# pulse_pacer

<file path="src/rtl/pulse_pacer_pkg.sv">
// rtl/pulse_pacer_pkg.sv - shared state encoding and parameter legality check for pulse_pacer
package pulse_pacer_pkg;

  localparam logic [1:0] ST_IDLE = 2'd0;
  localparam logic [1:0] ST_FIRE = 2'd1;
  localparam logic [1:0] ST_WAIT = 2'd2;

  localparam int GAP_MIN = 2;
  localparam int GAP_MAX = 65536;

  // Used at elaboration to reject GAP values the gap counter cannot represent.
  function automatic bit gap_is_legal(input int gap);
    return (gap >= GAP_MIN) && (gap <= GAP_MAX);
  endfunction

endpackage

</file>
<file path="src/rtl/pulse_pacer_sat_updown_cnt.sv">
// rtl/pulse_pacer_sat_updown_cnt.sv - saturating up/down counter; holds at all-ones and at zero
module sat_updown_cnt #(
  parameter int WIDTH = 8
) (
  input  logic             clk,
  input  logic             reset_l,
  input  logic             inc,
  input  logic             dec,
  output logic [WIDTH-1:0] count,
  output logic             sat
);

  assign sat = &count;

  // Simultaneous inc and dec cancel, so a full counter can still accept while draining.
  always_ff @(posedge clk or negedge reset_l) begin
    if (!reset_l) begin
      count <= '0;
    end else if (inc && !dec && !sat) begin
      count <= count + WIDTH'(1);
    end else if (dec && !inc && (count != '0)) begin
      count <= count - WIDTH'(1);
    end
  end

endmodule

</file>
<file path="src/rtl/pulse_pacer.sv">
// rtl/pulse_pacer.sv - backlogs event pulses and re-issues them at least GAP cycles apart
module pulse_pacer
  import pulse_pacer_pkg::*;
#(
  parameter int CNT_WIDTH = 8,
  parameter int GAP       = 16
) (
  input  logic                 clk,
  input  logic                 reset_l,
  input  logic                 i,
  input  logic                 clr_ovf,
  output logic                 o,
  output logic [CNT_WIDTH-1:0] pending,
  output logic                 overflow
);

  localparam int              GW         = $clog2(GAP);
  localparam logic [GW-1:0]   GAP_RELOAD = GW'(GAP - 2);

  if (!gap_is_legal(GAP)) begin : g_gap_check
    $error("pulse_pacer: GAP must lie within 2..65536");
  end

  logic [1:0]    state;
  logic [1:0]    state_nxt;
  logic [GW-1:0] gap_cnt;
  logic          start;
  logic          dec;
  logic          inc;
  logic          sat;
  logic          drop;

  assign start = i || (pending != '0);

  always_comb begin
    state_nxt = state;
    case (state)
      ST_IDLE: if (start) state_nxt = ST_FIRE;
      ST_FIRE: state_nxt = ST_WAIT;
      ST_WAIT: if (gap_cnt == '0) state_nxt = start ? ST_FIRE : ST_IDLE;
      default: state_nxt = ST_IDLE;
    endcase
  end

  // An issue slot consumes one event; an arriving event is only lost when no slot opens.
  assign dec  = (state_nxt == ST_FIRE);
  assign drop = i && sat && !dec;
  assign inc  = i && !drop;

  always_ff @(posedge clk or negedge reset_l) begin
    if (!reset_l) begin
      state   <= ST_IDLE;
      gap_cnt <= '0;
      o       <= 1'b0;
    end else begin
      state <= state_nxt;
      o     <= dec;
      if (state == ST_FIRE) begin
        gap_cnt <= GAP_RELOAD;
      end else if ((state == ST_WAIT) && (gap_cnt != '0)) begin
        gap_cnt <= gap_cnt - GW'(1);
      end
    end
  end

  always_ff @(posedge clk or negedge reset_l) begin
    if (!reset_l) begin
      overflow <= 1'b0;
    end else if (drop) begin
      overflow <= 1'b1;
    end else if (clr_ovf) begin
      overflow <= 1'b0;
    end
  end

  sat_updown_cnt #(
    .WIDTH (CNT_WIDTH)
  ) u_backlog (
    .clk     (clk),
    .reset_l (reset_l),
    .inc     (inc),
    .dec     (dec),
    .count   (pending),
    .sat     (sat)
  );

endmodule

</file>
<file path="config.mk">
export PLATFORM = sky130hd
export DESIGN_NAME = pulse_pacer
export DESIGN_NICKNAME = d
export VERILOG_FILES = /design/src/rtl/pulse_pacer_pkg.sv /design/src/rtl/pulse_pacer_sat_updown_cnt.sv /design/src/rtl/pulse_pacer.sv
export SDC_FILE = /design/constraint.sdc
export NUM_CORES = 1
export LEC_CHECK = 0
export CAP_MARGIN = 15
export CORE_MARGIN = 5
export CORE_UTILIZATION = 45
export CTS_CLUSTER_DIAMETER = 50
export DETAILED_ROUTE_END_ITERATION = 8
export HOLD_SLACK_MARGIN = 0.08
export PLACE_DENSITY = 0.68
export REMOVE_ABC_BUFFERS = 1
export SYNTH_ARGS = -nofsm -noshare
export SYNTH_HDL_FRONTEND = slang
export SYNTH_SLANG_ARGS = --single-unit
</file>
<file path="constraint.sdc">
create_clock -name clk -period 5.4 [get_ports clk]
set_clock_uncertainty 0.05 [all_clocks]
set_input_delay 0.54 -clock clk [delete_from_list [all_inputs] [get_ports clk]]
set_output_delay 0.54 -clock clk [all_outputs]
set_load 0.03 [all_outputs]
</file>
==> reports/qor_table.md <==
| Quantity | Reported |
|:---|:---|
| Startpoint of the most critical register-to-register path | gap_cnt[0] |
| CTS tree | yes |
| Post-synthesis share of cell area spent on xor and xnor gates | 0.0596 |
| Warnings from Yosys | 0 |
| Worst Setup EP | u_backlog.count[6] |
| Post-layout instance area | 1220 um^2 |
| Leading cell types in the layout, fill and taps excluded | 16 x dfrtp_1, 13 x clkdlybuf4s50_1, 7 x ha_1 |
| Post-CTS sizing | 0 |
| Post-route minimum period | 3.23 ns |
| Number of non-clock inverters | 5 |
| Global-route wire length before repair | 3370 um |
| Async set-reset flop share out of synthesis | 1.00 |
| Grt ovf | 0 |
| Clk slew on worst S/H paths | 0.09 ns |
| Final Hold Violation Tally | 0 |
| Crit-path leading delay family | AND-OR/OR-AND gates |
| Sequential cell area fraction in the yosys report | 0.389 |
| Type of the setup path with the least slack | flip-flop to flip-flop |
| Run status | completed |
| Number of fill cells | 200 |
| Placeable core region | 2190 um^2 |
| Dominant class by area | logic gates |
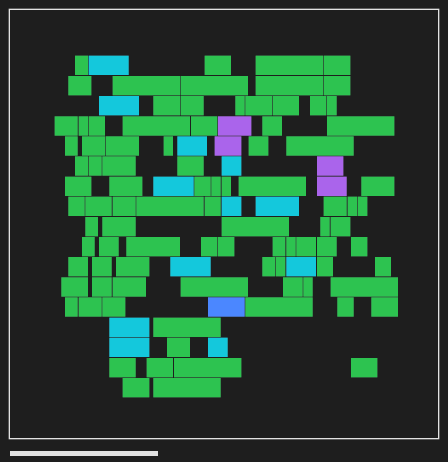
*Cells by drive strength, pulse_pacer*
Bar = 20 um.
Key: purple = x2 [cells 4, share 3.7%]; cyan = x3 and x4 [cells 12, share 11%]; blue = x6 and larger [cells 1, share 0.93%]; green = x1 and smaller [cells 91, share 84%]

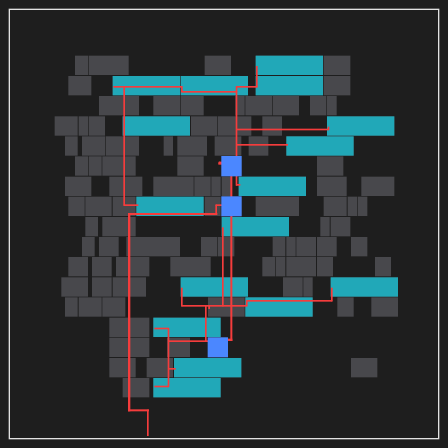
*Routed clock nets over the placement, pulse_pacer*
Key: red = clock wires [length 212 um]; blue = clock-net drivers [count 3]; cyan = flip-flops [count 16]
There are 4 routed clock nets.
later-pin clock latency in the skew report: 0.28 ns

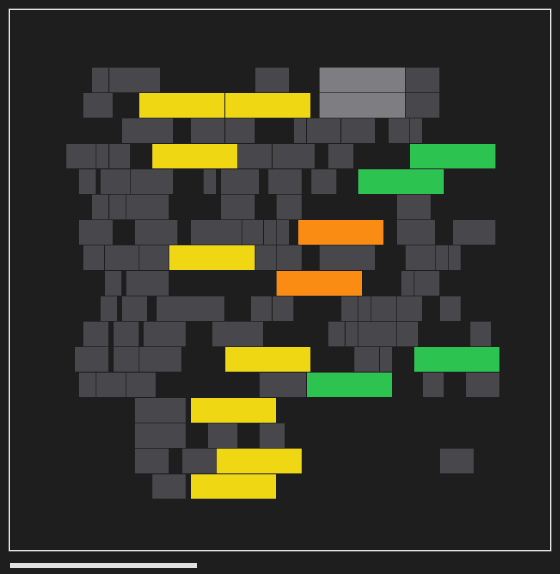
*Where the registers sit, pulse_pacer*
Bar = 20 um. Other sequential cells in the stronger grey, the rest of the logic in the fainter grey.
Key: orange = `state` [flops 2]; green = `gap_cnt` [flops 4, where middle right]; yellow = `u_backlog.count` [flops 8]
Another 2 sequential cells are not coloured.
Final Util: 0.559
register fraction of the total cell area: 0.327
FF+latch area: 400 um^2


# instr_mem_loader

### Wire density map, instr_mem_loader

The die is cut into 20 by 23 equal tiles; dark blue is low, red is high, scaled to the fullest tile. Values are wire area over tile area, all layers added.
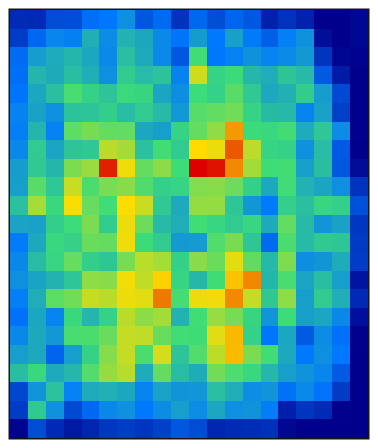
### Routed clock nets over the placement, instr_mem_loader

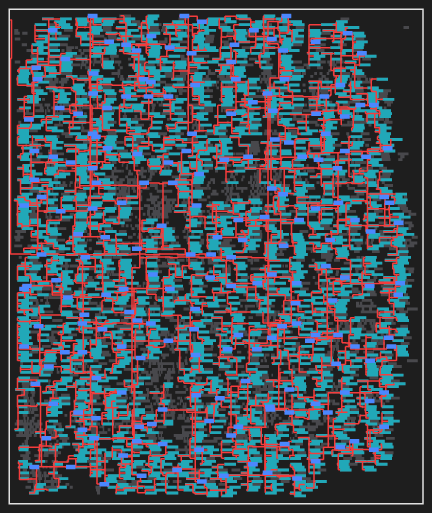
### Where the registers sit, instr_mem_loader

Bar = 100 um. Other sequential cells in the stronger grey, the rest of the logic in the fainter grey.
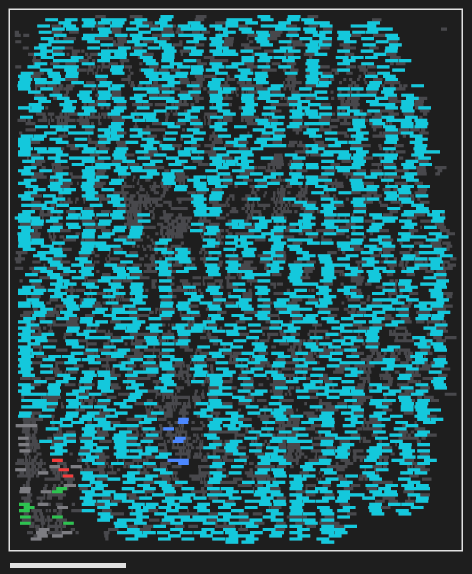
[src/rtl/instr_mem_loader.sv]
// instr_mem_loader
//   Program-side responder for a single-cycle CPU's fetch port. A 256x8
//   program RAM is filled from a byte stream (length byte, program bytes,
//   checksum byte). The CPU is only released (cpu_run=1) once the image
//   checksum verifies, and only then does the fetch port return RAM data.
//
// Ports
//   clk          system clock, rising-edge active
//   reset        asynchronous active-high reset of all control state
//   read_address CPU fetch address (PC)
//   instruction  fetched byte; RAM[read_address] in RUN, IDLE_INSTR otherwise
//   cpu_run      1 while the verified image is executing
//   load_start   one-cycle pulse that (re)starts a load from any state
//   load_valid   load_data holds a stream byte this cycle
//   load_data    stream byte
//   load_ready   block accepts a byte when load_valid=1 (LEN/DATA/CHK)
//   load_done    one-cycle pulse when the image verifies
//   load_error   sticky flag: the last load failed its checksum
module instr_mem_loader #(
  parameter logic [7:0] IDLE_INSTR = 8'h00
) (
  input  logic       clk,
  input  logic       reset,
  input  logic [7:0] read_address,
  output logic [7:0] instruction,
  output logic       cpu_run,
  input  logic       load_start,
  input  logic       load_valid,
  input  logic [7:0] load_data,
  output logic       load_ready,
  output logic       load_done,
  output logic       load_error
);

  typedef enum logic [2:0] {
    ST_IDLE = 3'd0,
    ST_LEN  = 3'd1,
    ST_DATA = 3'd2,
    ST_CHK  = 3'd3,
    ST_RUN  = 3'd4,
    ST_ERR  = 3'd5
  } state_t;

  state_t     state_q, state_d;
  logic [7:0] ptr_q, ptr_d;
  logic [8:0] cnt_q, cnt_d;          // data bytes accepted so far
  logic [8:0] len_q, len_d;          // image length, 1..256
  logic [7:0] sum_q, sum_d;
  logic       cpu_run_q, cpu_run_d;
  logic       load_ready_q, load_ready_d;
  logic       load_done_q, load_done_d;
  logic       load_error_q, load_error_d;

  logic       accept_s;
  logic       mem_we_s;
  logic [7:0] chk_sum_s;
  logic [7:0] mem [0:255];

  // load_ready_q mirrors state_q exactly, so it doubles as the accept qualifier.
  assign accept_s  = load_valid & load_ready_q;
  assign chk_sum_s = sum_q + load_data;

  // Next-state, datapath and output computation for the load FSM.
  always_comb begin
    state_d      = state_q;
    ptr_d        = ptr_q;
    cnt_d        = cnt_q;
    len_d        = len_q;
    sum_d        = sum_q;
    load_done_d  = 1'b0;
    load_error_d = load_error_q;
    mem_we_s     = 1'b0;

    if (load_start) begin
      // load_start wins over any byte presented in the same cycle.
      state_d      = ST_LEN;
      ptr_d        = 8'd0;
      cnt_d        = 9'd0;
      sum_d        = 8'd0;
      load_error_d = 1'b0;
    end else if (accept_s) begin
      case (state_q)
        ST_LEN: begin
          // A length byte of zero encodes a full 256-byte image.
          len_d   = (load_data == 8'h00) ? 9'd256 : {1'b0, load_data};
          state_d = ST_DATA;
        end
        ST_DATA: begin
          mem_we_s = 1'b1;
          ptr_d    = ptr_q + 8'd1;   // wraps 255->0 on the last byte of a 256-byte image
          sum_d    = sum_q + load_data;
          cnt_d    = cnt_q + 9'd1;
          if ((cnt_q + 9'd1) == len_q) begin
            state_d = ST_CHK;
          end else begin
            state_d = ST_DATA;
          end
        end
        ST_CHK: begin
          if (chk_sum_s == 8'h00) begin
            state_d      = ST_RUN;
            load_done_d  = 1'b1;
            load_error_d = 1'b0;
          end else begin
            state_d      = ST_ERR;
            load_error_d = 1'b1;
          end
        end
        default: begin
          state_d = state_q;
        end
      endcase
    end else begin
      state_d = state_q;
    end

    load_ready_d = (state_d == ST_LEN) || (state_d == ST_DATA) || (state_d == ST_CHK);
    cpu_run_d    = (state_d == ST_RUN);
  end

  // Control-state and registered-output flops.
  always_ff @(posedge clk or posedge reset) begin
    if (reset) begin
      state_q      <= ST_IDLE;
      ptr_q        <= 8'd0;
      cnt_q        <= 9'd0;
      len_q        <= 9'd0;
      sum_q        <= 8'd0;
      cpu_run_q    <= 1'b0;
      load_ready_q <= 1'b0;
      load_done_q  <= 1'b0;
      load_error_q <= 1'b0;
    end else begin
      state_q      <= state_d;
      ptr_q        <= ptr_d;
      cnt_q        <= cnt_d;
      len_q        <= len_d;
      sum_q        <= sum_d;
      cpu_run_q    <= cpu_run_d;
      load_ready_q <= load_ready_d;
      load_done_q  <= load_done_d;
      load_error_q <= load_error_d;
    end
  end

  // Program RAM write port; contents deliberately survive reset.
  always_ff @(posedge clk) begin
    if (mem_we_s) begin
      mem[ptr_q] <= load_data;
    end
  end

  // Zero-latency fetch for the single-cycle CPU, gated to the verified image.
  assign instruction = cpu_run_q ? mem[read_address] : IDLE_INSTR;
  assign cpu_run     = cpu_run_q;
  assign load_ready  = load_ready_q;
  assign load_done   = load_done_q;
  assign load_error  = load_error_q;

endmodule

[config.mk]
export PLATFORM = sky130hd
export DESIGN_NAME = instr_mem_loader
export DESIGN_NICKNAME = d
export VERILOG_FILES = /design/src/rtl/instr_mem_loader.sv
export SDC_FILE = /design/constraint.sdc
export NUM_CORES = 2
export LEC_CHECK = 0
export CAP_MARGIN = 20
export CORE_ASPECT_RATIO = 1.2
export CORE_MARGIN = 4
export CORE_UTILIZATION = 46
export CTS_CLUSTER_SIZE = 25
export DETAILED_ROUTE_END_ITERATION = 8
export GPL_ROUTABILITY_DRIVEN = 0
export PLACE_DENSITY_LB_ADDON = 0.05
export SETUP_SLACK_MARGIN = 0.2
export SLEW_MARGIN = 40
export SYNTH_ARGS = -nofsm -noshare
export SYNTH_HDL_FRONTEND = slang
export SYNTH_SLANG_ARGS = --single-unit
[constraint.sdc]
create_clock -name clk -period 2.9 [get_ports clk]
set_input_delay 0.58 -clock clk [delete_from_list [all_inputs] [get_ports clk]]
set_output_delay 0.58 -clock clk [all_outputs]
set_load 0.1 [all_outputs]
==> reports/qor_table.md <==
| Quantity | Reported |
|:---|:---|
| Root buffer cell | clkbuf_16 |
| Count of instantiated cells in the yosys netlist | 3810 |
| Final setup violation count | 8 |
| Layout clock area frac | 0.0677 |
| Type of the setup path with the least slack | primary input to output pin |
| Int Pwr | 50200 uW |
| Sequential cell area fraction in the yosys report | 0.775 |
| Standard-cell row count | 168 |
| Simple-gate area share of the yosys netlist | 0.0312 |
| Placeable core region | 174000 um^2 |
| Number of cells produced by synthesis | 3810 |
| Cell Count Post-Placement | 6658 |
| Largest Pwr Group | registers |
| Failing checks | negative setup slack |
| Number of inserted diodes | 5 |
| Run status | finished, violations left |
| DRT Pass-1 Iters | 6 |
| Global-route track usage on met2 | 0.433 |
| Sw Pwr | 13300 uW |
| Number of clock buffers in the layout | 248 |
| Routed length on met1 | 88500 um |
| Worst setup margin | -0.929 ns |
Notes on 'Wire density map' of instr_mem_loader above:
28% of the tiles are over half the peak. 5.2% of the tiles are nearly empty. The mean over all tiles is 0.20.
routed vias: 42000
total wire length after detailed routing: 228000 um
global routing usage summed across all routing layers: 0.253

Notes on 'Routed clock nets over the placement' of instr_mem_loader above:
Key: red = clock wires [length 22.9 mm]; cyan = flip-flops [count 2089]; blue = clock-net drivers [count 202]
Position of the flops: widely spread. There are 203 routed clock nets.
clock network power consumption: 26600 uW
final setup skew: 0.0337 ns
Clock Power Share: 0.420
later-pin clock latency in the skew report: 0.84 ns

Notes on 'Where the registers sit' of instr_mem_loader above:
Key: red = `state_q` [flops 3]; green = `len_q` [flops 9, where lower left]; blue = `ptr_q` [flops 8]; cyan = `mem` [flops 2048, where widely spread]
Final Util: 0.570
Flop+latch power: 33300 uW
FF+latch area: 62500 um^2
register fraction of the total cell area: 0.629



## Gallery

Placement view.
Plate I
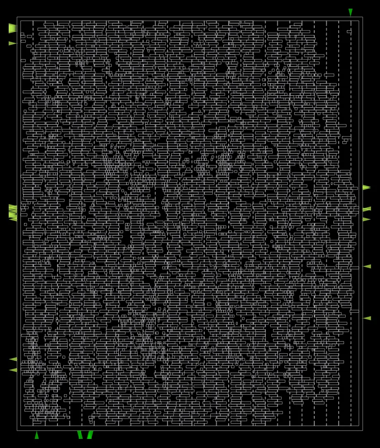
Plate II
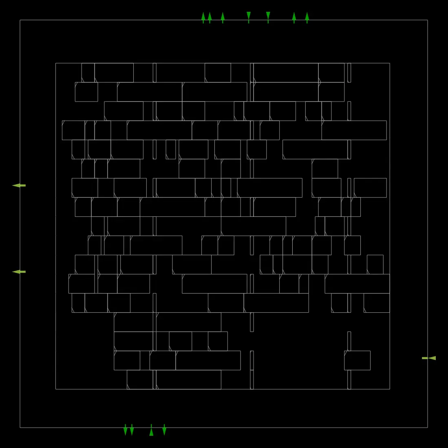
Plate I: instr_mem_loader
Plate II: pulse_pacer

Power is estimated from default activity; no workload was simulated.
